# ---- baw_game_ctrl ----
==> baw_game_ctrl/class_map.png <==
Bar = 20 um.
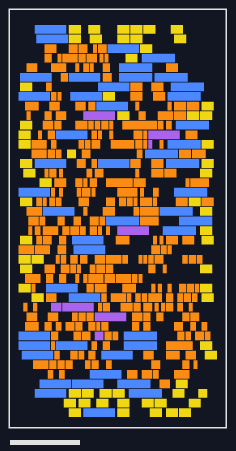

$ cat src/rtl/baw_pkg.sv
// Shared types for the Black-and-White game controller: FSM state codes,
// match/game result codes and a one-hot test helper.
package baw_pkg;

  typedef enum logic [2:0] {
    S_IDLE   = 3'd0,
    S_ROUND  = 3'd1,
    S_LEAD   = 3'd2,
    S_FOLLOW = 3'd3,
    S_MATCH  = 3'd4,
    S_GAME   = 3'd5
  } state_t;

  typedef enum logic [1:0] {
    RES_NONE = 2'b00,
    RES_P1   = 2'b01,
    RES_P2   = 2'b10,
    RES_DRAW = 2'b11
  } res_t;

  // Widest card bank the helper below accepts; narrower banks are zero-extended.
  localparam int MAX_CARDS = 64;

  function automatic logic is_onehot(input logic [MAX_CARDS-1:0] v);
    return (v != '0) && ((v & (v - {{(MAX_CARDS-1){1'b0}}, 1'b1})) == '0);
  endfunction

endpackage

$ cat src/rtl/baw_card_encoder.sv
// Card-bank encoder: one-hot to binary with exact-one-hot valid, or (i_prio=1)
// lowest-set-bit search with any-bit-set valid.
module baw_card_encoder
  import baw_pkg::*;
#(
  parameter int NUM_CARDS = 9,
  parameter int VW        = $clog2(NUM_CARDS)
) (
  input  logic [NUM_CARDS-1:0] i_bits,
  input  logic                 i_prio,
  output logic [VW-1:0]        o_value,
  output logic                 o_valid
);

  logic [VW-1:0] w_or_value;
  logic [VW-1:0] w_low_value;

  // Scanning downwards leaves the lowest set index in w_low_value.
  always_comb begin
    w_or_value  = '0;
    w_low_value = '0;
    for (int i = NUM_CARDS - 1; i >= 0; i--) begin
      if (i_bits[i]) begin
        w_or_value  = w_or_value | VW'(i);
        w_low_value = VW'(i);
      end
    end
  end

  assign o_value = i_prio ? w_low_value : w_or_value;
  assign o_valid = i_prio ? (|i_bits) : is_onehot(MAX_CARDS'(i_bits));

endmodule

$ cat src/rtl/baw_game_ctrl.sv
// Black-and-White game controller: turn FSM, legal-selection checks, scoring,
// winner-leads order and early finish. Optional turn timeout: BAW_TURN_TIMEOUT_EN.
module baw_game_ctrl
  import baw_pkg::*;
#(
  parameter int NUM_CARDS   = 9,
  parameter int WIN_TARGET  = 5,
`ifdef BAW_TURN_TIMEOUT_EN
  parameter int TIMEOUT_CYC = 100_000_000,
`endif
  parameter int CW          = $clog2(NUM_CARDS + 1),
  parameter int VW          = $clog2(NUM_CARDS)
) (
  input  logic                 clk,
  input  logic                 reset_n,
  input  logic                 btn_center,
  input  logic                 btn_top,
  input  logic                 btn_bottom,
  input  logic                 btn_left,
  input  logic [NUM_CARDS-1:0] card_sel,
  output logic [2:0]           state,
  output logic [NUM_CARDS-1:0] p1_avail,
  output logic [NUM_CARDS-1:0] p2_avail,
  output logic [VW-1:0]        lead_card,
  output logic [VW-1:0]        follow_card,
  output logic                 lead_is_p2,
  output logic                 lead_black,
  output logic                 follow_black,
  output logic [CW-1:0]        round,
  output logic [CW-1:0]        p1_wins,
  output logic [CW-1:0]        p2_wins,
  output logic [1:0]           match_res,
  output logic [1:0]           game_res,
  output logic                 sel_err
`ifdef BAW_TURN_TIMEOUT_EN
  ,
  output logic                 to_flag
`endif
);

  localparam logic [CW-1:0] LP_MAX = CW'(NUM_CARDS);
  localparam logic [CW-1:0] LP_WIN = CW'(WIN_TARGET);

  state_t               r_state;
  logic [NUM_CARDS-1:0] r_p1_avail;
  logic [NUM_CARDS-1:0] r_p2_avail;
  logic [VW-1:0]        r_lead_card;
  logic [VW-1:0]        r_follow_card;
  logic                 r_lead_is_p2;
  logic [CW-1:0]        r_round;
  logic [CW-1:0]        r_p1_wins;
  logic [CW-1:0]        r_p2_wins;
  res_t                 r_match_res;
  res_t                 r_game_res;
  logic                 r_sel_err;

  logic                 w_top;
  logic                 w_left;
  logic                 w_center;
  logic                 w_in_turn;
  logic                 w_actor_is_p2;
  logic [NUM_CARDS-1:0] w_actor_avail;
  logic                 w_force;
  logic                 w_commit;
  logic [NUM_CARDS-1:0] w_enc_in;
  logic [VW-1:0]        w_enc_value;
  logic                 w_enc_valid;
  logic [NUM_CARDS-1:0] w_sel_mask;
  logic                 w_legal;
  logic [VW-1:0]        w_p1_card;
  logic [VW-1:0]        w_p2_card;
  logic                 w_finished;

  // Button priority bottom > top > left > center; btn_bottom is handled first in the FSM.
  assign w_top    = btn_top & ~btn_bottom;
  assign w_left   = btn_left & ~btn_top & ~btn_bottom;
  assign w_center = btn_center & ~btn_left & ~btn_top & ~btn_bottom;

  assign w_in_turn     = (r_state == S_LEAD) || (r_state == S_FOLLOW);
  assign w_actor_is_p2 = (r_state == S_LEAD) ? r_lead_is_p2 : ~r_lead_is_p2;
  assign w_actor_avail = w_actor_is_p2 ? r_p2_avail : r_p1_avail;
  assign w_commit      = w_in_turn && (w_top || w_force);

  // A forced commit searches the actor's own hand instead of the switch bank.
  assign w_enc_in = w_force ? w_actor_avail : card_sel;

  baw_card_encoder #(
    .NUM_CARDS (NUM_CARDS)
  ) u_card_encoder (
    .i_bits  (w_enc_in),
    .i_prio  (w_force),
    .o_value (w_enc_value),
    .o_valid (w_enc_valid)
  );

  assign w_sel_mask = {{(NUM_CARDS-1){1'b0}}, 1'b1} << w_enc_value;
  assign w_legal    = w_enc_valid && (|(w_sel_mask & w_actor_avail));

  assign w_p1_card  = r_lead_is_p2 ? w_enc_value : r_lead_card;
  assign w_p2_card  = r_lead_is_p2 ? r_lead_card : w_enc_value;
  assign w_finished = (r_p1_wins == LP_WIN) || (r_p2_wins == LP_WIN) || (r_round == LP_MAX);

  always_ff @(posedge clk or negedge reset_n) begin
    if (!reset_n) begin
      r_state       <= S_IDLE;
      r_p1_avail    <= '1;
      r_p2_avail    <= '1;
      r_lead_card   <= '0;
      r_follow_card <= '0;
      r_lead_is_p2  <= 1'b0;
      r_round       <= '0;
      r_p1_wins     <= '0;
      r_p2_wins     <= '0;
      r_match_res   <= RES_NONE;
      r_game_res    <= RES_NONE;
      r_sel_err     <= 1'b0;
    end else if (btn_bottom) begin
      r_state       <= S_IDLE;
      r_p1_avail    <= '1;
      r_p2_avail    <= '1;
      r_lead_card   <= '0;
      r_follow_card <= '0;
      r_lead_is_p2  <= 1'b0;
      r_round       <= '0;
      r_p1_wins     <= '0;
      r_p2_wins     <= '0;
      r_match_res   <= RES_NONE;
      r_game_res    <= RES_NONE;
      r_sel_err     <= 1'b0;
    end else begin
      r_sel_err <= 1'b0;
      case (r_state)
        S_IDLE: begin
          if (w_center) begin
            r_state    <= S_ROUND;
            r_p1_avail <= '1;
            r_p2_avail <= '1;
            r_round    <= '0;
            r_p1_wins  <= '0;
            r_p2_wins  <= '0;
          end
        end
        S_ROUND: begin
          if (w_top) begin
            r_state     <= S_LEAD;
            r_match_res <= RES_NONE;
          end
        end
        S_LEAD, S_FOLLOW: begin
          if (w_commit && w_legal) begin
            if (w_actor_is_p2) r_p2_avail <= r_p2_avail & ~w_sel_mask;
            else               r_p1_avail <= r_p1_avail & ~w_sel_mask;
            if (r_state == S_LEAD) begin
              r_lead_card <= w_enc_value;
              r_state     <= S_FOLLOW;
            end else begin
              r_follow_card <= w_enc_value;
              r_state       <= S_MATCH;
              if (r_round != LP_MAX) r_round <= r_round + CW'(1);
              if (w_p1_card > w_p2_card) begin
                r_match_res <= RES_P1;
                if (r_p1_wins != LP_MAX) r_p1_wins <= r_p1_wins + CW'(1);
              end else if (w_p2_card > w_p1_card) begin
                r_match_res <= RES_P2;
                if (r_p2_wins != LP_MAX) r_p2_wins <= r_p2_wins + CW'(1);
              end else begin
                r_match_res <= RES_DRAW;
              end
            end
          end else if (w_commit) begin
            r_sel_err <= 1'b1;
          end
        end
        S_MATCH: begin
          if (w_left) begin
            if (w_finished) begin
              r_state <= S_GAME;
              if (r_p1_wins > r_p2_wins)      r_game_res <= RES_P1;
              else if (r_p2_wins > r_p1_wins) r_game_res <= RES_P2;
              else                            r_game_res <= RES_DRAW;
            end else begin
              r_state <= S_ROUND;
              if (r_match_res == RES_P1)      r_lead_is_p2 <= 1'b0;
              else if (r_match_res == RES_P2) r_lead_is_p2 <= 1'b1;
            end
          end
        end
        S_GAME: ;
        default: r_state <= S_IDLE;
      endcase
    end
  end

`ifdef BAW_TURN_TIMEOUT_EN
  localparam int TW = $clog2(TIMEOUT_CYC + 1);

  logic [TW-1:0] r_to_cnt;
  logic          r_to_flag;

  // The counter expiring on its TIMEOUT_CYC-th cycle in a turn state forces the commit.
  assign w_force = w_in_turn && !btn_bottom && !btn_top && (r_to_cnt == TW'(TIMEOUT_CYC - 1));

  always_ff @(posedge clk or negedge reset_n) begin
    if (!reset_n) begin
      r_to_cnt  <= '0;
      r_to_flag <= 1'b0;
    end else begin
      r_to_flag <= w_force && w_legal;
      if (!w_in_turn || btn_bottom || (w_commit && w_legal)) r_to_cnt <= '0;
      else                                                   r_to_cnt <= r_to_cnt + TW'(1);
    end
  end

  assign to_flag = r_to_flag;
`else
  assign w_force = 1'b0;
`endif

  assign state        = r_state;
  assign p1_avail     = r_p1_avail;
  assign p2_avail     = r_p2_avail;
  assign lead_card    = r_lead_card;
  assign follow_card  = r_follow_card;
  assign lead_is_p2   = r_lead_is_p2;
  assign lead_black   = r_lead_card[0];
  assign follow_black = r_follow_card[0];
  assign round        = r_round;
  assign p1_wins      = r_p1_wins;
  assign p2_wins      = r_p2_wins;
  assign match_res    = r_match_res;
  assign game_res     = r_game_res;
  assign sel_err      = r_sel_err;

endmodule

$ cat config.mk
export PLATFORM = sky130hd
export DESIGN_NAME = baw_game_ctrl
export DESIGN_NICKNAME = d
export VERILOG_FILES = /design/src/rtl/baw_pkg.sv /design/src/rtl/baw_card_encoder.sv /design/src/rtl/baw_game_ctrl.sv
export SDC_FILE = /design/constraint.sdc
export NUM_CORES = 1
export LEC_CHECK = 0
export CORE_ASPECT_RATIO = 2
export CORE_MARGIN = 2
export CORE_UTILIZATION = 50
export DETAILED_ROUTE_END_ITERATION = 10
export PLACE_DENSITY_LB_ADDON = 0.15
export SLEW_MARGIN = 40
export SYNTH_ARGS = -nofsm -noshare
export SYNTH_HDL_FRONTEND = slang
export SYNTH_SLANG_ARGS = --single-unit
export TNS_END_PERCENT = 5
$ cat constraint.sdc
create_clock -name clk -period 5.9 [get_ports clk]
set_input_delay 0.59 -clock clk [delete_from_list [all_inputs] [get_ports clk]]
set_output_delay 0.59 -clock clk [all_outputs]
set_load 0.02 [all_outputs]
# ---- wb_arbiter ----
$ cat src/rtl/wb_arbiter.sv
// Writeback arbiter: grants one of the ALU/LSU requests per cycle onto a registered RF write port.
// Define WB_SCOREBOARD_EN to build the pending-write scoreboard and decode stall.
module wb_arbiter #(
  parameter int unsigned STARVE_LIMIT = 4
) (
  input  logic        clk,
  input  logic        rst_n,
  input  logic        alu_valid_i,
  input  logic [4:0]  alu_rd_i,
  input  logic [31:0] alu_data_i,
  output logic        alu_ready_o,
  input  logic        lsu_valid_i,
  input  logic [4:0]  lsu_rd_i,
  input  logic [31:0] lsu_data_i,
  output logic        lsu_ready_o,
  input  logic        issue_i,
  input  logic [4:0]  issue_rd_i,
  input  logic [4:0]  RS1addr_i,
  input  logic [4:0]  RS2addr_i,
  output logic        RegWrite_o,
  output logic [4:0]  RDaddr_o,
  output logic [31:0] RDdata_o,
  output logic        stall_o,
  output logic [31:0] busy_o
);

  localparam logic [3:0] StarveMax = 4'(STARVE_LIMIT);

  logic [3:0]  starve_q, starve_d;
  logic        regwrite_q, regwrite_d;
  logic [4:0]  rdaddr_q, rdaddr_d;
  logic [31:0] rddata_q, rddata_d;
  logic        alu_force, alu_grant, lsu_grant;

  always_comb begin
    alu_force = alu_valid_i && (starve_q == StarveMax);
    // Readies are gated by reset so nothing is accepted while rst_n is low.
    alu_grant = rst_n && alu_valid_i && (!lsu_valid_i || alu_force);
    lsu_grant = rst_n && lsu_valid_i && !alu_force;
  end

  assign alu_ready_o = alu_grant;
  assign lsu_ready_o = lsu_grant;

  always_comb begin
    starve_d = '0;
    if (alu_valid_i && !alu_grant) begin
      starve_d = (starve_q == StarveMax) ? starve_q : starve_q + 4'd1;
    end
  end

  always_comb begin
    regwrite_d = 1'b0;
    rdaddr_d   = rdaddr_q;
    rddata_d   = rddata_q;
    if (lsu_grant) begin
      regwrite_d = (lsu_rd_i != 5'd0);
      rdaddr_d   = lsu_rd_i;
      rddata_d   = lsu_data_i;
    end else if (alu_grant) begin
      regwrite_d = (alu_rd_i != 5'd0);
      rdaddr_d   = alu_rd_i;
      rddata_d   = alu_data_i;
    end
  end

  always_ff @(posedge clk) begin
    if (!rst_n) begin
      starve_q   <= '0;
      regwrite_q <= 1'b0;
      rdaddr_q   <= '0;
      rddata_q   <= '0;
    end else begin
      starve_q   <= starve_d;
      regwrite_q <= regwrite_d;
      rdaddr_q   <= rdaddr_d;
      rddata_q   <= rddata_d;
    end
  end

  assign RegWrite_o = regwrite_q;
  assign RDaddr_o   = rdaddr_q;
  assign RDdata_o   = rddata_q;

`ifdef WB_SCOREBOARD_EN
  logic [31:0] busy_q, busy_d;
  logic        bypass1, bypass2;

  always_comb begin
    busy_d = busy_q;
    if (regwrite_q) busy_d[rdaddr_q] = 1'b0;
    // Applied after the clear so a same-register set wins.
    if (issue_i) busy_d[issue_rd_i] = 1'b1;
    busy_d[0] = 1'b0;
  end

  always_ff @(posedge clk) begin
    if (!rst_n) begin
      busy_q <= '0;
    end else begin
      busy_q <= busy_d;
    end
  end

  always_comb begin
    bypass1 = regwrite_q && (rdaddr_q == RS1addr_i);
    bypass2 = regwrite_q && (rdaddr_q == RS2addr_i);
    stall_o = rst_n && ((busy_q[RS1addr_i] && !bypass1) || (busy_q[RS2addr_i] && !bypass2));
  end

  assign busy_o = busy_q;
`else
  logic unused_sb;
  assign unused_sb = ^{issue_i, issue_rd_i, RS1addr_i, RS2addr_i};
  assign busy_o    = '0;
  assign stall_o   = 1'b0;
`endif

endmodule

$ cat config.mk
export PLATFORM = sky130hd
export DESIGN_NAME = wb_arbiter
export DESIGN_NICKNAME = d
export VERILOG_FILES = /design/src/rtl/wb_arbiter.sv
export SDC_FILE = /design/constraint.sdc
export NUM_CORES = 1
export LEC_CHECK = 0
export CAP_MARGIN = 20
export CORE_MARGIN = 2
export CORE_UTILIZATION = 28
export CTS_CLUSTER_DIAMETER = 30
export CTS_CLUSTER_SIZE = 12
export DETAILED_ROUTE_END_ITERATION = 10
export PLACE_DENSITY = 0.68
export SYNTH_ARGS = -nofsm -noshare
export SYNTH_HDL_FRONTEND = slang
export SYNTH_SLANG_ARGS = --single-unit
$ cat constraint.sdc
create_clock -name clk -period 1.81 [get_ports clk]
set_input_delay 0.362 -clock clk [delete_from_list [all_inputs] [get_ports clk]]
set_output_delay 0.362 -clock clk [all_outputs]
set_load 0.05 [all_outputs]
# ---- pc_sequencer ----
### src/rtl/pc_seq_pkg.sv
// Shared branch-condition encodings and the condition evaluator for pc_sequencer.
package pc_seq_pkg;

    localparam int unsigned COND_W = 2;

    localparam logic [COND_W-1:0] COND_BEQ = 2'd0;
    localparam logic [COND_W-1:0] COND_BNE = 2'd1;
    localparam logic [COND_W-1:0] COND_BLT = 2'd2;
    localparam logic [COND_W-1:0] COND_BGE = 2'd3;

    // Resolve a conditional branch from the ALU flags.
    function automatic logic cond_taken(input logic [COND_W-1:0] cond,
                                        input logic zero,
                                        input logic neg);
        logic taken;
        unique case (cond)
            COND_BEQ: taken = zero;
            COND_BNE: taken = ~zero;
            COND_BLT: taken = neg;
            default:  taken = ~neg;
        endcase
        return taken;
    endfunction

endpackage

### src/rtl/ras_stack.sv
// Circular return-address stack: a push onto a full stack overwrites the oldest entry.
module ras_stack #(
    parameter int unsigned WIDTH = 16,
    parameter int unsigned DEPTH = 4
) (
    input  logic             clk,
    input  logic             reset,
    input  logic             push,
    input  logic             pop,
    input  logic [WIDTH-1:0] push_data,
    output logic [WIDTH-1:0] top,
    output logic             empty,
    output logic             full,
    output logic             overflow,
    output logic             underflow
);

    localparam int unsigned PTR_W = $clog2(DEPTH);
    localparam int unsigned CNT_W = $clog2(DEPTH + 1);

    logic [WIDTH-1:0] mem [DEPTH];
    logic [PTR_W-1:0] wr_ptr;
    logic [CNT_W-1:0] count;

    assign empty = (count == '0);
    assign full  = (count == CNT_W'(DEPTH));
    assign top   = mem[wr_ptr - PTR_W'(1)];

    // wr_ptr points at the next free slot, which is the oldest entry once full.
    always_ff @(posedge clk) begin
        if (reset) begin
            wr_ptr    <= '0;
            count     <= '0;
            overflow  <= 1'b0;
            underflow <= 1'b0;
        end else begin
            overflow  <= push & full;
            underflow <= pop & empty;
            if (push) begin
                wr_ptr <= wr_ptr + PTR_W'(1);
                if (!full) begin
                    count <= count + CNT_W'(1);
                end
            end else if (pop && !empty) begin
                wr_ptr <= wr_ptr - PTR_W'(1);
                count  <= count - CNT_W'(1);
            end
        end
    end

    always_ff @(posedge clk) begin
        if (push) begin
            mem[wr_ptr] <= push_data;
        end
    end

endmodule

### src/rtl/pc_sequencer.sv
// Program-counter register with prioritised next-PC selection, branches, jumps and call/return.
module pc_sequencer
    import pc_seq_pkg::*;
#(
    parameter int unsigned          PC_WIDTH   = 16,
    parameter int unsigned          INST_BYTES = 2,
    parameter int unsigned          RAS_DEPTH  = 4,
    parameter logic [PC_WIDTH-1:0]  RESET_PC   = '0
) (
    input  logic                clk,
    input  logic                reset,
    input  logic                stall,
    input  logic                br_valid,
    input  logic [COND_W-1:0]   br_cond,
    input  logic                zero,
    input  logic                neg,
    input  logic [PC_WIDTH-1:0] offset,
    input  logic                jump,
    input  logic                call,
    input  logic                ret,
    input  logic [PC_WIDTH-1:0] jump_target,
    output logic [PC_WIDTH-1:0] pc,
    output logic                redirected,
    output logic                ras_overflow,
    output logic                ras_underflow
);

    localparam logic [PC_WIDTH-1:0] STEP = PC_WIDTH'(INST_BYTES);

    logic [PC_WIDTH-1:0] next_pc;
    logic [PC_WIDTH-1:0] seq_pc;
    logic [PC_WIDTH-1:0] ras_top;
    logic                redirect_next;
    logic                push;
    logic                pop;
    logic                ras_empty;
    logic                ras_full;

    assign seq_pc = pc + STEP;

    // Next-PC priority: stall, ret, call, jump, taken branch, sequential.
    always_comb begin
        next_pc       = seq_pc;
        redirect_next = 1'b0;
        push          = 1'b0;
        pop           = 1'b0;
        if (stall) begin
            next_pc = pc;
        end else if (ret) begin
            pop           = 1'b1;
            redirect_next = 1'b1;
            if (!ras_empty) begin
                next_pc = ras_top;
            end
        end else if (call) begin
            push          = 1'b1;
            redirect_next = 1'b1;
            next_pc       = jump_target;
        end else if (jump) begin
            redirect_next = 1'b1;
            next_pc       = jump_target;
        end else if (br_valid && cond_taken(br_cond, zero, neg)) begin
            redirect_next = 1'b1;
            next_pc       = pc + offset;
        end
    end

    always_ff @(posedge clk) begin
        if (reset) begin
            pc         <= RESET_PC;
            redirected <= 1'b0;
        end else begin
            pc         <= next_pc;
            redirected <= redirect_next;
        end
    end

    ras_stack #(
        .WIDTH (PC_WIDTH),
        .DEPTH (RAS_DEPTH)
    ) u_ras (
        .clk       (clk),
        .reset     (reset),
        .push      (push && !reset),
        .pop       (pop && !reset),
        .push_data (seq_pc),
        .top       (ras_top),
        .empty     (ras_empty),
        .full      (ras_full),
        .overflow  (ras_overflow),
        .underflow (ras_underflow)
    );

    // A push reports overflow on the following edge exactly when the stack was full.
    a_overflow_tracks_full: assert property (
        @(posedge clk) disable iff (reset) (push && !stall) |=> (ras_overflow == $past(ras_full))
    );

endmodule

### config.mk
export PLATFORM = sky130hd
export DESIGN_NAME = pc_sequencer
export DESIGN_NICKNAME = d
export VERILOG_FILES = /design/src/rtl/pc_seq_pkg.sv /design/src/rtl/ras_stack.sv /design/src/rtl/pc_sequencer.sv
export SDC_FILE = /design/constraint.sdc
export NUM_CORES = 1
export LEC_CHECK = 0
export ABC_AREA = 1
export CAP_MARGIN = 20
export CORE_MARGIN = 2
export CORE_UTILIZATION = 40
export CTS_BUF_LIST = sky130_fd_sc_hd__clkbuf_4
export DETAILED_ROUTE_END_ITERATION = 8
export DONT_BUFFER_PORTS = 1
export GPL_ROUTABILITY_DRIVEN = 0
export SLEW_MARGIN = 25
export SYNTH_ARGS = -nofsm -noshare
export SYNTH_HDL_FRONTEND = slang
export SYNTH_SLANG_ARGS = --single-unit
### constraint.sdc
create_clock -name clk -period 2.1 [get_ports clk]
set_input_delay 0.42 -clock clk [delete_from_list [all_inputs] [get_ports clk]]
set_output_delay 0.42 -clock clk [all_outputs]
set_load 0.05 [all_outputs]
# ---- multicycle_ctrl ----
<file path="src/rtl/multicycle_ctrl_pkg.sv">
// Shared opcode, funct and ALU constants plus FSM state encoding.
// CTRL_JAL_EN adds the JAL state to the state enumeration.
package multicycle_ctrl_pkg;

  localparam logic [5:0] OP_RTYPE = 6'h00;
  localparam logic [5:0] OP_J     = 6'h02;
  localparam logic [5:0] OP_JAL   = 6'h03;
  localparam logic [5:0] OP_BEQ   = 6'h04;
  localparam logic [5:0] OP_BNE   = 6'h05;
  localparam logic [5:0] OP_ADDI  = 6'h08;
  localparam logic [5:0] OP_SLTI  = 6'h0A;
  localparam logic [5:0] OP_ANDI  = 6'h0C;
  localparam logic [5:0] OP_ORI   = 6'h0D;
  localparam logic [5:0] OP_LW    = 6'h23;
  localparam logic [5:0] OP_SW    = 6'h2B;

  localparam logic [5:0] FN_ADD = 6'h20;
  localparam logic [5:0] FN_SUB = 6'h22;
  localparam logic [5:0] FN_AND = 6'h24;
  localparam logic [5:0] FN_OR  = 6'h25;
  localparam logic [5:0] FN_XOR = 6'h26;
  localparam logic [5:0] FN_NOR = 6'h27;
  localparam logic [5:0] FN_SLT = 6'h2A;

  localparam logic [3:0] ALU_AND = 4'h0;
  localparam logic [3:0] ALU_OR  = 4'h1;
  localparam logic [3:0] ALU_ADD = 4'h2;
  localparam logic [3:0] ALU_XOR = 4'h3;
  localparam logic [3:0] ALU_SUB = 4'h6;
  localparam logic [3:0] ALU_SLT = 4'h7;
  localparam logic [3:0] ALU_NOR = 4'hC;

  typedef enum logic [3:0] {
    S_FETCH,
    S_DECODE,
    S_MEMADR,
    S_MEMRD,
    S_MEMWB,
    S_MEMWR,
    S_EXEC,
    S_ALUWB,
    S_BRANCH,
    S_IEXEC,
    S_IWB,
    S_JUMP
`ifdef CTRL_JAL_EN
    ,
    S_JAL
`endif
  } state_e;

  typedef enum logic [2:0] {
    AOP_ZERO,
    AOP_ADD,
    AOP_SUB,
    AOP_RTYPE,
    AOP_ITYPE
  } aluop_e;

  typedef struct packed {
    logic       mem_to_reg;
    logic       reg_dst;
    logic       ior_d;
    logic       alu_src_a;
    logic       ir_write;
    logic       mem_write;
    logic       pc_write;
    logic       branch;
    logic       reg_write;
    logic       branch_ne;
    logic       zero_ext;
    logic       mem_req;
    logic [1:0] alu_src_b;
    logic [1:0] pc_src;
    logic       illegal_op;
    logic       bus_err;
  } ctrl_t;

endpackage

</file>
<file path="src/rtl/multicycle_ctrl_alu_decoder.sv">
// ALU operation decoder: fixed add/sub, R-type funct or I-type opcode.
// Unknown R-type funct yields AND and flags funct_bad_o.
module alu_decoder
  import multicycle_ctrl_pkg::*;
#(
  parameter int ALUCTL_W = 4
) (
  input  aluop_e              aluop_i,
  input  logic [5:0]          op_i,
  input  logic [5:0]          funct_i,
  output logic [ALUCTL_W-1:0] alu_ctl_o,
  output logic                funct_bad_o
);

  logic [3:0] code;

  always_comb begin
    code        = ALU_AND;
    funct_bad_o = 1'b0;
    unique case (aluop_i)
      AOP_ADD: code = ALU_ADD;
      AOP_SUB: code = ALU_SUB;
      AOP_RTYPE: begin
        unique case (funct_i)
          FN_ADD:  code = ALU_ADD;
          FN_SUB:  code = ALU_SUB;
          FN_AND:  code = ALU_AND;
          FN_OR:   code = ALU_OR;
          FN_XOR:  code = ALU_XOR;
          FN_NOR:  code = ALU_NOR;
          FN_SLT:  code = ALU_SLT;
          default: funct_bad_o = 1'b1;
        endcase
      end
      AOP_ITYPE: begin
        unique case (op_i)
          OP_ADDI: code = ALU_ADD;
          OP_SLTI: code = ALU_SLT;
          OP_ORI:  code = ALU_OR;
          default: code = ALU_AND;
        endcase
      end
      default: code = ALU_AND;
    endcase
  end

  assign alu_ctl_o = ALUCTL_W'(code);

endmodule

</file>
<file path="src/rtl/multicycle_ctrl.sv">
// Multicycle MIPS-style control FSM with memory wait timeout.
// Define CTRL_JAL_EN to enable the JAL instruction path.
module multicycle_ctrl
  import multicycle_ctrl_pkg::*;
#(
  parameter int ALUCTL_W = 4,
  parameter int WAIT_MAX = 15
) (
  input  logic                clk,
  input  logic                reset,
  input  logic [5:0]          op,
  input  logic [5:0]          funct,
  input  logic                mem_ready,
  output logic                MemtoReg,
  output logic                RegDst,
  output logic                IorD,
  output logic                ALUSrcA,
  output logic                IRWrite,
  output logic                MemWrite,
  output logic                PCWrite,
  output logic                Branch,
  output logic                RegWrite,
  output logic                BranchNe,
  output logic                ZeroExt,
  output logic                mem_req,
  output logic [1:0]          ALUSrcB,
  output logic [1:0]          PCSrc,
  output logic [ALUCTL_W-1:0] ALUControl,
  output logic                illegal_op,
  output logic                bus_err
);

  localparam int CNT_W = $clog2(WAIT_MAX + 1);

  state_e              state_q, state_d;
  logic [CNT_W-1:0]    cnt_q, cnt_d;
  aluop_e              aluop;
  logic [ALUCTL_W-1:0] alu_ctl;
  logic                funct_bad;
  logic                timeout;
  ctrl_t               c, ctl;

  alu_decoder #(.ALUCTL_W(ALUCTL_W)) u_alu (
    .aluop_i    (aluop),
    .op_i       (op),
    .funct_i    (funct),
    .alu_ctl_o  (alu_ctl),
    .funct_bad_o(funct_bad)
  );

  always_comb begin
    aluop = AOP_ZERO;
    unique case (state_q)
      S_MEMADR: aluop = AOP_ADD;
      S_EXEC:   aluop = AOP_RTYPE;
      S_BRANCH: aluop = AOP_SUB;
      S_IEXEC:  aluop = AOP_ITYPE;
      default:  aluop = AOP_ZERO;
    endcase
  end

  always_comb begin
    state_d = state_q;
    c       = '0;
    unique case (state_q)
      S_FETCH: begin
        c.mem_req   = 1'b1;
        c.alu_src_b = 2'b01;
        if (mem_ready) begin
          c.ir_write = 1'b1;
          c.pc_write = 1'b1;
          state_d    = S_DECODE;
        end
      end
      S_DECODE: begin
        c.alu_src_b = 2'b11;
        unique case (op)
          OP_J:                  state_d = S_JUMP;
          OP_BEQ, OP_BNE:        state_d = S_BRANCH;
          OP_RTYPE:              state_d = S_EXEC;
          OP_LW, OP_SW:          state_d = S_MEMADR;
          OP_ADDI, OP_ANDI,
          OP_ORI, OP_SLTI:       state_d = S_IEXEC;
`ifdef CTRL_JAL_EN
          OP_JAL:                state_d = S_JAL;
`endif
          default: begin
            c.illegal_op = 1'b1;
            state_d      = S_FETCH;
          end
        endcase
      end
      S_MEMADR: begin
        c.alu_src_a = 1'b1;
        c.alu_src_b = 2'b10;
        state_d     = (op == OP_LW) ? S_MEMRD : S_MEMWR;
      end
      S_MEMRD: begin
        c.ior_d   = 1'b1;
        c.mem_req = 1'b1;
        if (mem_ready) state_d = S_MEMWB;
      end
      S_MEMWR: begin
        c.ior_d     = 1'b1;
        c.mem_req   = 1'b1;
        c.mem_write = 1'b1;
        if (mem_ready) state_d = S_FETCH;
      end
      S_MEMWB: begin
        c.mem_to_reg = 1'b1;
        c.reg_write  = 1'b1;
        state_d      = S_FETCH;
      end
      S_EXEC: begin
        c.alu_src_a  = 1'b1;
        c.illegal_op = funct_bad;
        state_d      = S_ALUWB;
      end
      S_ALUWB: begin
        c.reg_dst   = 1'b1;
        c.reg_write = 1'b1;
        state_d     = S_FETCH;
      end
      S_BRANCH: begin
        c.alu_src_a = 1'b1;
        c.pc_src    = 2'b01;
        c.branch    = 1'b1;
        c.branch_ne = (op == OP_BNE);
        state_d     = S_FETCH;
      end
      S_IEXEC: begin
        c.alu_src_a = 1'b1;
        c.alu_src_b = 2'b10;
        c.zero_ext  = (op == OP_ANDI) || (op == OP_ORI);
        state_d     = S_IWB;
      end
      S_IWB: begin
        c.reg_write = 1'b1;
        c.zero_ext  = (op == OP_ANDI) || (op == OP_ORI);
        state_d     = S_FETCH;
      end
      S_JUMP: begin
        c.pc_src   = 2'b10;
        c.pc_write = 1'b1;
        state_d    = S_FETCH;
      end
`ifdef CTRL_JAL_EN
      S_JAL: begin
        c.pc_src     = 2'b10;
        c.pc_write   = 1'b1;
        c.reg_write  = 1'b1;
        c.reg_dst    = 1'b1;
        c.mem_to_reg = 1'b1;
        state_d      = S_FETCH;
      end
`endif
      default: state_d = S_FETCH;
    endcase

    // Last permitted wait cycle: abandon the access instead of stalling.
    timeout = c.mem_req && !mem_ready &&
              (cnt_q == CNT_W'(WAIT_MAX - 1));
    if (timeout) begin
      c         = '0;
      c.bus_err = 1'b1;
      state_d   = S_FETCH;
    end
  end

  always_comb begin
    cnt_d = cnt_q;
    if (state_d != state_q || timeout) begin
      cnt_d = '0;
    end else if (c.mem_req && !mem_ready) begin
      cnt_d = cnt_q + CNT_W'(1);
    end
  end

  always_ff @(posedge clk or negedge reset) begin
    if (!reset) begin
      state_q <= S_FETCH;
      cnt_q   <= '0;
    end else begin
      state_q <= state_d;
      cnt_q   <= cnt_d;
    end
  end

  always_comb begin
    ctl        = c;
    ALUControl = alu_ctl;
    if (!reset) begin
      ctl           = '0;
      ctl.mem_req   = 1'b1;
      ctl.alu_src_b = 2'b01;
      ALUControl    = '0;
    end
  end

  assign MemtoReg   = ctl.mem_to_reg;
  assign RegDst     = ctl.reg_dst;
  assign IorD       = ctl.ior_d;
  assign ALUSrcA    = ctl.alu_src_a;
  assign IRWrite    = ctl.ir_write;
  assign MemWrite   = ctl.mem_write;
  assign PCWrite    = ctl.pc_write;
  assign Branch     = ctl.branch;
  assign RegWrite   = ctl.reg_write;
  assign BranchNe   = ctl.branch_ne;
  assign ZeroExt    = ctl.zero_ext;
  assign mem_req    = ctl.mem_req;
  assign ALUSrcB    = ctl.alu_src_b;
  assign PCSrc      = ctl.pc_src;
  assign illegal_op = ctl.illegal_op;
  assign bus_err    = ctl.bus_err;

endmodule

</file>
<file path="config.mk">
export PLATFORM = sky130hd
export DESIGN_NAME = multicycle_ctrl
export DESIGN_NICKNAME = d
export VERILOG_FILES = /design/src/rtl/multicycle_ctrl_pkg.sv /design/src/rtl/multicycle_ctrl_alu_decoder.sv /design/src/rtl/multicycle_ctrl.sv
export SDC_FILE = /design/constraint.sdc
export NUM_CORES = 1
export LEC_CHECK = 0
export CAP_MARGIN = 20
export CORE_UTILIZATION = 30
export CTS_BUF_LIST = sky130_fd_sc_hd__clkbuf_4 sky130_fd_sc_hd__clkbuf_8
export DETAILED_ROUTE_END_ITERATION = 10
export GPL_TIMING_DRIVEN = 0
export SKIP_CTS_REPAIR_TIMING = 1
export SYNTH_ARGS = -nofsm -noshare
export SYNTH_HDL_FRONTEND = slang
export SYNTH_SLANG_ARGS = --single-unit
</file>
<file path="constraint.sdc">
create_clock -name clk -period 2.46 [get_ports clk]
set_input_delay 0.615 -clock clk [delete_from_list [all_inputs] [get_ports clk]]
set_output_delay 0.615 -clock clk [all_outputs]
set_load 0.005 [all_outputs]
</file>
==> multicycle_ctrl/gates.png <==
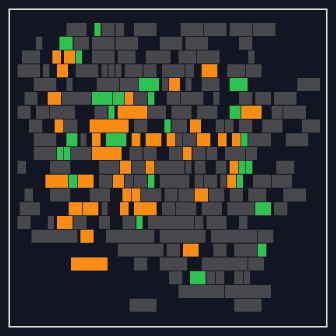
colour	family	cells
green	nand cells	25
orange	aoi and oai cells	39
Commonest Layout Cell: buf_4
logic share of the area: 50.9%
Post-Layout Cell Count: 260

==> results.yml, multicycle_ctrl <==
# implementation run metrics
outcome:
  status: "completed"
final_layout:
  comb_cells: 127
  regArea_um2: 201
  buffers: 68
  drive_gt1_share_pct: 41.6
  final_nets: 233
clocking:
  cts.sinks: 8
logic_synthesis:
  synthTopCellsByCount: "nand2_1, nor2_1, nor3_1"
  logic_family: "simple AND/OR/NAND/NOR gates"
  ys_area_um2: 1090
  topCellsByArea: "dfrtp_1, nand2_1, nor3_1, nor2_1, a21oi_1"
  synth_top_flop_cell: "dfrtp_1"
  async_flop_share_pct: 100
  top_area_cell: "dfrtp_1"
  syn_area_per_cell_um2: 6.95
sta:
  slew_headroom_pct: 62.1
min_path:
  hold_class: "primary input to async pin"
route:
  routedWlPerCell_um: 15.7
  drt_first_pass_iters: 4
placement:
  port_buffers: 33
  placed_cells: 236
die:
  die_h_um: 62.3
critical_path:
  r2r-end: "cnt_q[3]"
## multicycle_ctrl: kinds of logic after synthesis
family / after synthesis
adders and majority gates: 3
and+or+nand+nor: 73
buffers and inverters: 22
muxes: 2
xor gates and xnor gates: 5
AOI/OAI and AO/OA: 44
DFF: 8
## multicycle_ctrl: sequential cells by signal, indices dropped and copies added, names as in the netlist
signal   cells
cnt_q        4
state_q      4
## multicycle_ctrl: where the power goes
part,switching [uW],internal [uW]
combinational,430,378
clock,40.2,55.5
sequential,35.7,170
total,506,603
## multicycle_ctrl: through the flow
step	setup TNS [ns]	cell area, um^2	hold WS [ns]
floorplan	0	1090	0.319
global placement	-15.92	1480	0.483
detailed placement	-16.71	1480	0.494
CTS	-15.90	1500	0.501
global route	-0.106	2000	0.138
finish	0	2000	0.150
## multicycle_ctrl: routing by layer
metal / share of wire, % / up-vias / track usage, % / routed length, um
li1: - / 695 / - / -
met1: 43 / 693 / 25.0 / 1770
met2: 51 / 46 / 30.9 / 2070
met3: 4.5 / 6 / 2.57 / 182
met4: 1.1 / 0 / 3.78 / 46
met5: 0 / - / 0 / 0
==> baw_game_ctrl/gates.png <==
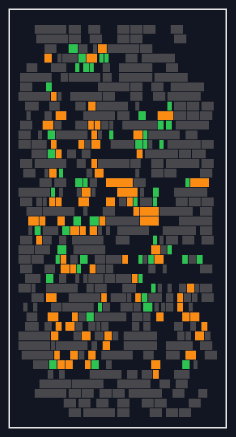
colour	family	cells
green	nand cells	51
orange	aoi and oai cells	76
logic share of the area: 46.6%
Commonest Layout Cell: clkdlybuf4s50_1
Post-Layout Cell Count: 483

About baw_game_ctrl/class_map.png:
colour	class	cells	share of their area
orange	remaining logic cells	278	49%
blue	sequential cells	47	31%
yellow	remaining buffers and delay cells	64	16%
purple	clock drivers and dummy loads	8	3.7%
Placeable Area: 6310 um^2
Seq area share: 29.8%

==> results.yml, baw_game_ctrl <==
# implementation run metrics
logic_synthesis:
  ys_sh_aoi_pct: 24.7
  synth_top_area_share_pct: 22.2
  mux_area_share_pct: 4.51
  synth-simple-area-share_pct: 21.6
  floorplan.nets: 380
  async_flop_share_pct: 100
  ys_warn_count: 0
  syn_area_per_cell_um2: 9.32
clocking:
  cts.sinks: 47
  insertion_delay_ns: 0.29
  cts_buffer_depth: 2
min_path:
  hold_class: "primary input to async pin"
final_layout:
  final_cell_mix: "clkdlybuf4s50_1, dfrtp_1, nand2_1, nor2_1, dfstp_2"
  non_clock_inverter_count: 16
  largest_cell_class: "multi-input combinational cells"
  num_antenna_cells: 0
  drive_gt1_share_pct: 12.3
die:
  nWellTaps: 86
  rows: 41
critical_path:
  path_class: "primary input to flip-flop"
  crit_path_end_kind: "flip-flop"
sta:
  rsz0062_at_grt: "false"
outcome:
  status: "completed"
route:
  route.met2.wl_um: 4960
  ant_nets: 0
grt:
  grt_max_degree: 48
power_and_ir_drop:
  p_seq_share_pct: 41.7
baw_game_ctrl: path summary, 6_finish.rpt:
| check | cells past startpoint | endpoint | startpoint |
|---|---|---|---|
| min in group clk | 1 | p2_avail[0] | p2_avail[0] |
| worst min-delay path | 1 | lead_card[3] | reset_n |
| worst min register to register | 1 | p2_avail[0] | p2_avail[0] |
| worst max-delay path | 10 | p2_wins[3] | card_sel[7] |
| worst max register to register | 7 | p1_wins[0] | state[0] |
| max in group asynchronous | 1 | lead_is_p2 | reset_n |
baw_game_ctrl: critical path, stage by stage:
cell and delay [ns]:
clkdlybuf4s50_1 0.63, or4_1 0.75, mux2_2 0.32, ha_1 0.29
o21a_1 0.11, o21ai_0 0.14, a211oi_1 0.60, nand4_1 0.19
or3_1 0.34, o2bb2ai_1 0.14
baw_game_ctrl: stage by stage:
step / setup WS [ns] / instance area [um^2] / utilization [%]
6_report: 2.02 / 4020 / 63.7
5_1_grt: 1.79 / 4020 / 63.7
4_1_cts: 2.06 / 4020 / 63.7
3_5_place_dp: 1.79 / 3870 / 61.4
3_3_place_gp: 1.88 / 3870 / 61.4
2_1_floorplan: 2.77 / 3270 / -
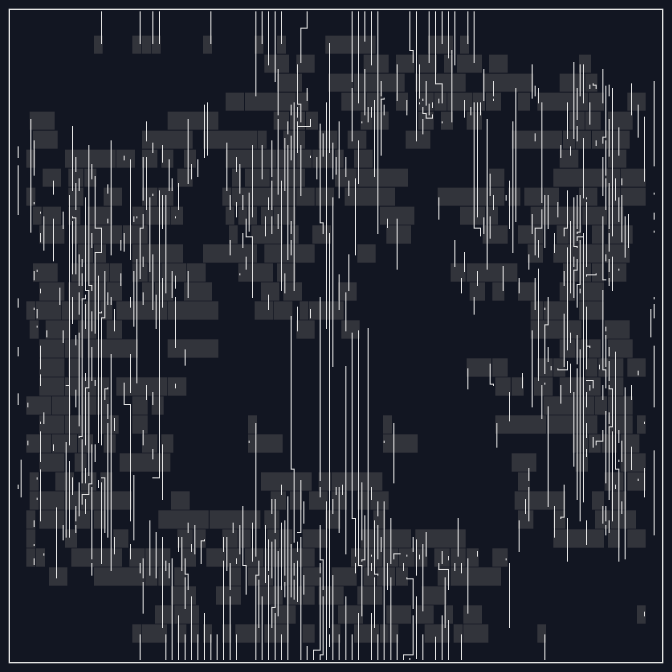
(wb_arbiter/m2.png)
nets with wire on the layer	405
wire length on this layer	3,360 um
longest straight run	56.4 um
share of all routed wire	47%
main direction	vertical
met2 Track Usage GR: 26.9%
Post-Route WL: 7100 um
routed via count: 2,438

==> results.yml, wb_arbiter <==
# implementation run metrics
logic_synthesis:
  top_area_cell: "dfxtp_1"
  synth-edff-count: 0
  synth_top_area_share_pct: 37.6
  topCellsByArea: "dfxtp_1, o21ai_0, buf_4, nand4_1, a31oi_1"
  synth-seq-area-share_pct: 37.6
  ys_types: 26
  most_common_cell: "o21ai_0"
  numSynthFlops: 42
  synth-simple-area-share_pct: 14.5
  async_flop_share_pct: 0
route:
  highest_layer: "met4"
  drc: 0
  wl_met1_um: 3000
final_layout:
  seq_share_pct: 24.4
  instances_no_fill: 494
  clkbuf_count: 7
  regArea_um2: 843
  layout_top_cell: "clkdlybuf4s50_1"
  final_cell_mix: "clkdlybuf4s50_1, o21ai_0, buf_4, dfxtp_1, nand4_1"
clocking:
  cts_htree_levels: 2
  root_buffer: "clkbuf_8"
grt:
  busiest_layer: "met2"
  antenna_found_initial: 0
power_and_ir_drop:
  power_top_consumer: "sequential cells"
  power.leakage_uw: 0.00135
  peakVddDrop_v: 0.000277
  p_seq_share_pct: 40.9
outcome:
  status: "completed"
die:
  die_h_um: 93.4
critical_path:
  cp_max_fo: 4
sta:
  skew_ns: 0.00797
placement:
  dp_hpwl_um: 4990
==> wb_arbiter: worst max-delay path: stages <==
cell,delay (ns)
clkdlybuf4s50_1,0.49
buf_4,0.14
nand2_1,0.06
a21oi_2,0.17
buf_12,0.16
==> wb_arbiter: metrics by stage <==
stage / TNS (ns) / total power (uW) / cell area (um^2) / hold WS, ns
after global routing: 0 / 2630 / 3460 / 0.414
after CTS: 0 / 2530 / 3440 / 0.399
after floorplan: 0 / 1650 / 2360 / 0.430
final: 0 / 2500 / 3460 / 0.411
after global placement: -0.158 / 1940 / 3360 / 0.443
after detailed placement: -0.156 / 1950 / 3360 / 0.456
==> wb_arbiter: final timing paths <==
| check | to | slack, ns |
|---|---|---|
| worst max register to register | RDdata_o[11] | 0.25 |
| worst min-delay path | RDdata_o[29] | 0.41 |
| worst min register to register | starve_q[0] | 0.45 |
| worst max-delay path | alu_ready_o | 0.07 |
==> wb_arbiter: what timing repair did <==
item,CTS,global route
setup buffers,0,1
endpoints found under the setup margin,1,2
gates cloned,0,0
pin swaps,1,2
gates resized,3,3
==> pc_sequencer/gates.png <==
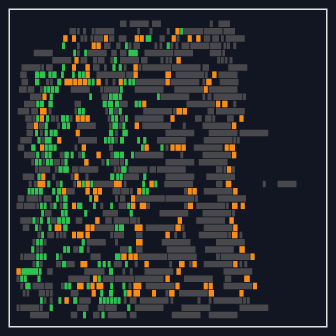
colour	family	cells
orange	aoi and oai cells	129
green	nand cells	196
logic share of the area: 41.8%
Post-Layout Cell Count: 858
Commonest Layout Cell: nand2_1

==> results.yml, pc_sequencer <==
# implementation run metrics
outcome:
  status: "completed"
final_layout:
  fin_area_um2: 5860
  syn_to_final_growth_pct: 12.6
die:
  chip_area_um2: 13900
  rows: 41
route:
  dr_total_vias: 4494
  drtIter0Drc: 344
critical_path:
  crit_cells: 9
  cp.required_ns: 2.47
power_and_ir_drop:
  p_seq_share_pct: 51.1
  power_switching_uw: 1240
  power_top_consumer: "sequential cells"
  p_comb_share_pct: 23.9
  power.leakage_uw: 0.00250
flow_run:
  tool_warnings: 29
sta:
  rsz0062_at_grt: "false"
  slew_headroom_pct: 62.5
  setup_viol: 0
  setup_tns_ns: 0
clocking:
  cts_buffer_depth: 2
  cts_tree: "built"
logic_synthesis:
  most_common_cell: "nand2_1"
  ys_sh_aoi_pct: 13.7
grt:
  grt_use_total_pct: 20.7
[pc_sequencer: worst register-to-register path, stage by stage (launching register included)]
cell,delay (ns)
dfxtp_1,0.47
ha_1,0.32
a21oi_1,0.15
nand2_1,0.15
nand2_1,0.09
nand2_1,0.12
or2_2,0.29
nand3_1,0.07
a21o_1,0.13
a21oi_1,0.05
[pc_sequencer: through the flow]
step / total power, uW / hold WS, ns / util [%] / setup WS (ns)
2_1_floorplan: 2640 / 0.468 / - / 0.0232
3_3_place_gp: 2890 / 0.493 / 45.0 / 0.0874
3_5_place_dp: 2910 / 0.494 / 45.0 / 0.0686
4_1_cts: 3860 / 0.0568 / 46.1 / 0.128
5_1_grt: 4040 / 0.0655 / 46.3 / 0.00474
6_report: 3850 / 0.0837 / 46.3 / 0.165
[pc_sequencer: worst max path at each step]
stage / startpoint / endpoint / slack (ns)
finish: pc[2] / pc[5] / 0.17
global route: pc[2] / pc[9] / 0.005
CTS: pc[1] / pc[9] / 0.13
detailed placement: offset[0] / pc[6] / 0.07
global placement: offset[0] / pc[6] / 0.09
floorplan: pc[3] / pc[6] / 0.02


## Gallery

Signal wires on met2.
panel A
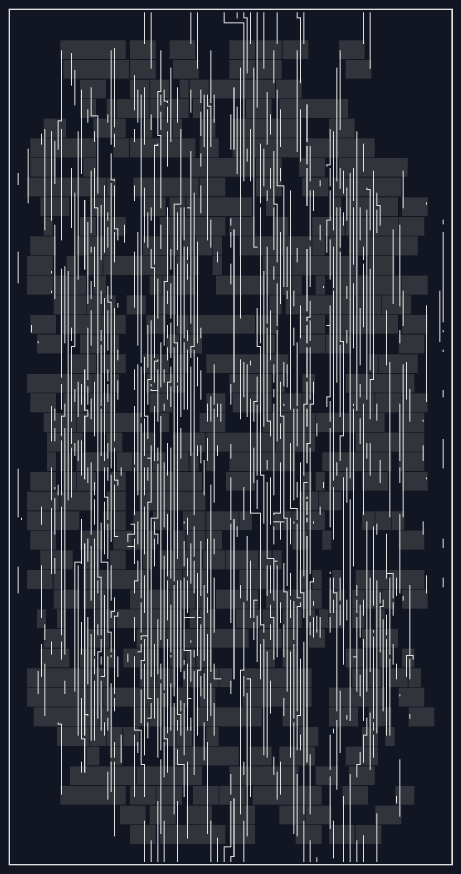
panel B
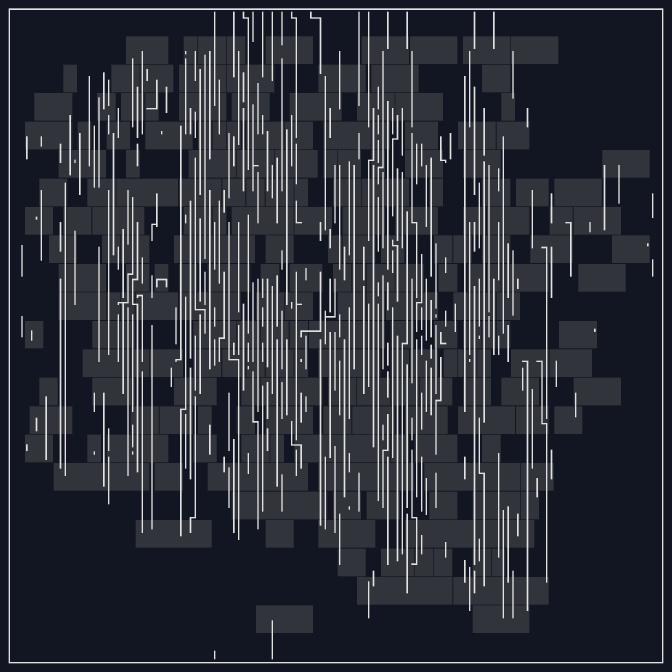
panel C
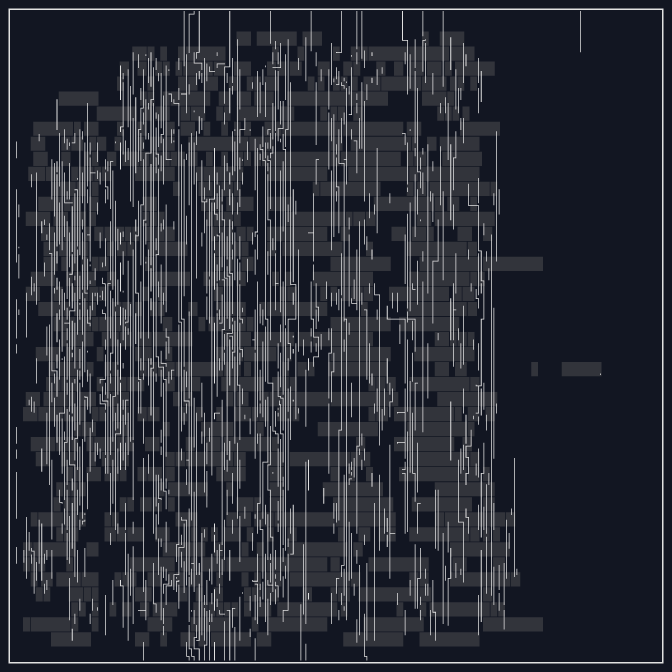
multicycle_ctrl is panel B.
baw_game_ctrl is panel A.
pc_sequencer is panel C.

Key to panel A:
main direction	vertical
wire length on this layer	4,970 um
nets with wire on the layer	382
longest straight run	51.2 um
share of all routed wire	55%


==> screenshots <==
Cell placement.
Plate I
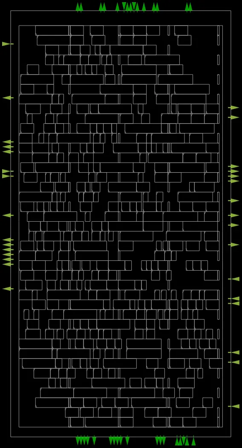
Plate II
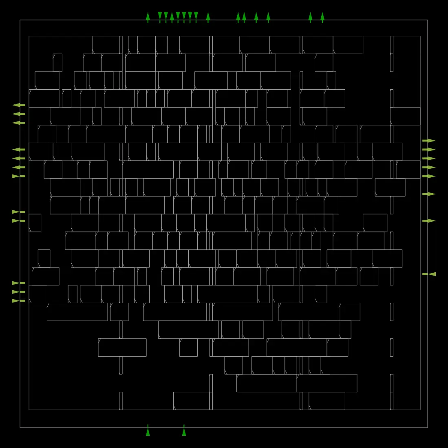
Plate III
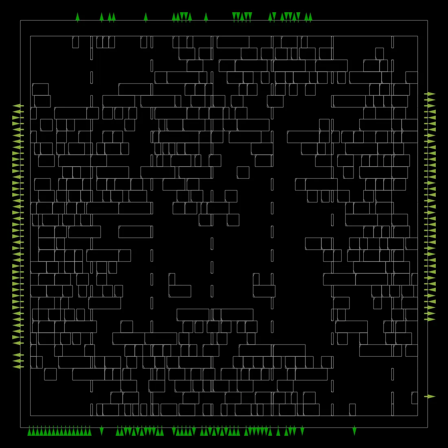
Plate IV
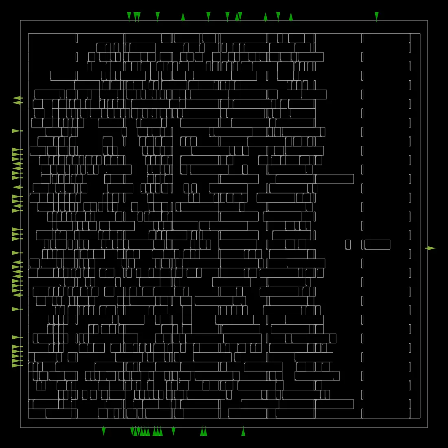
- multicycle_ctrl = Plate II
- wb_arbiter = Plate III
- baw_game_ctrl = Plate I
- pc_sequencer = Plate IV
- fewest cells: Plate II
- fewest sequential cells: Plate II

Power is estimated from default activity; no workload was simulated.
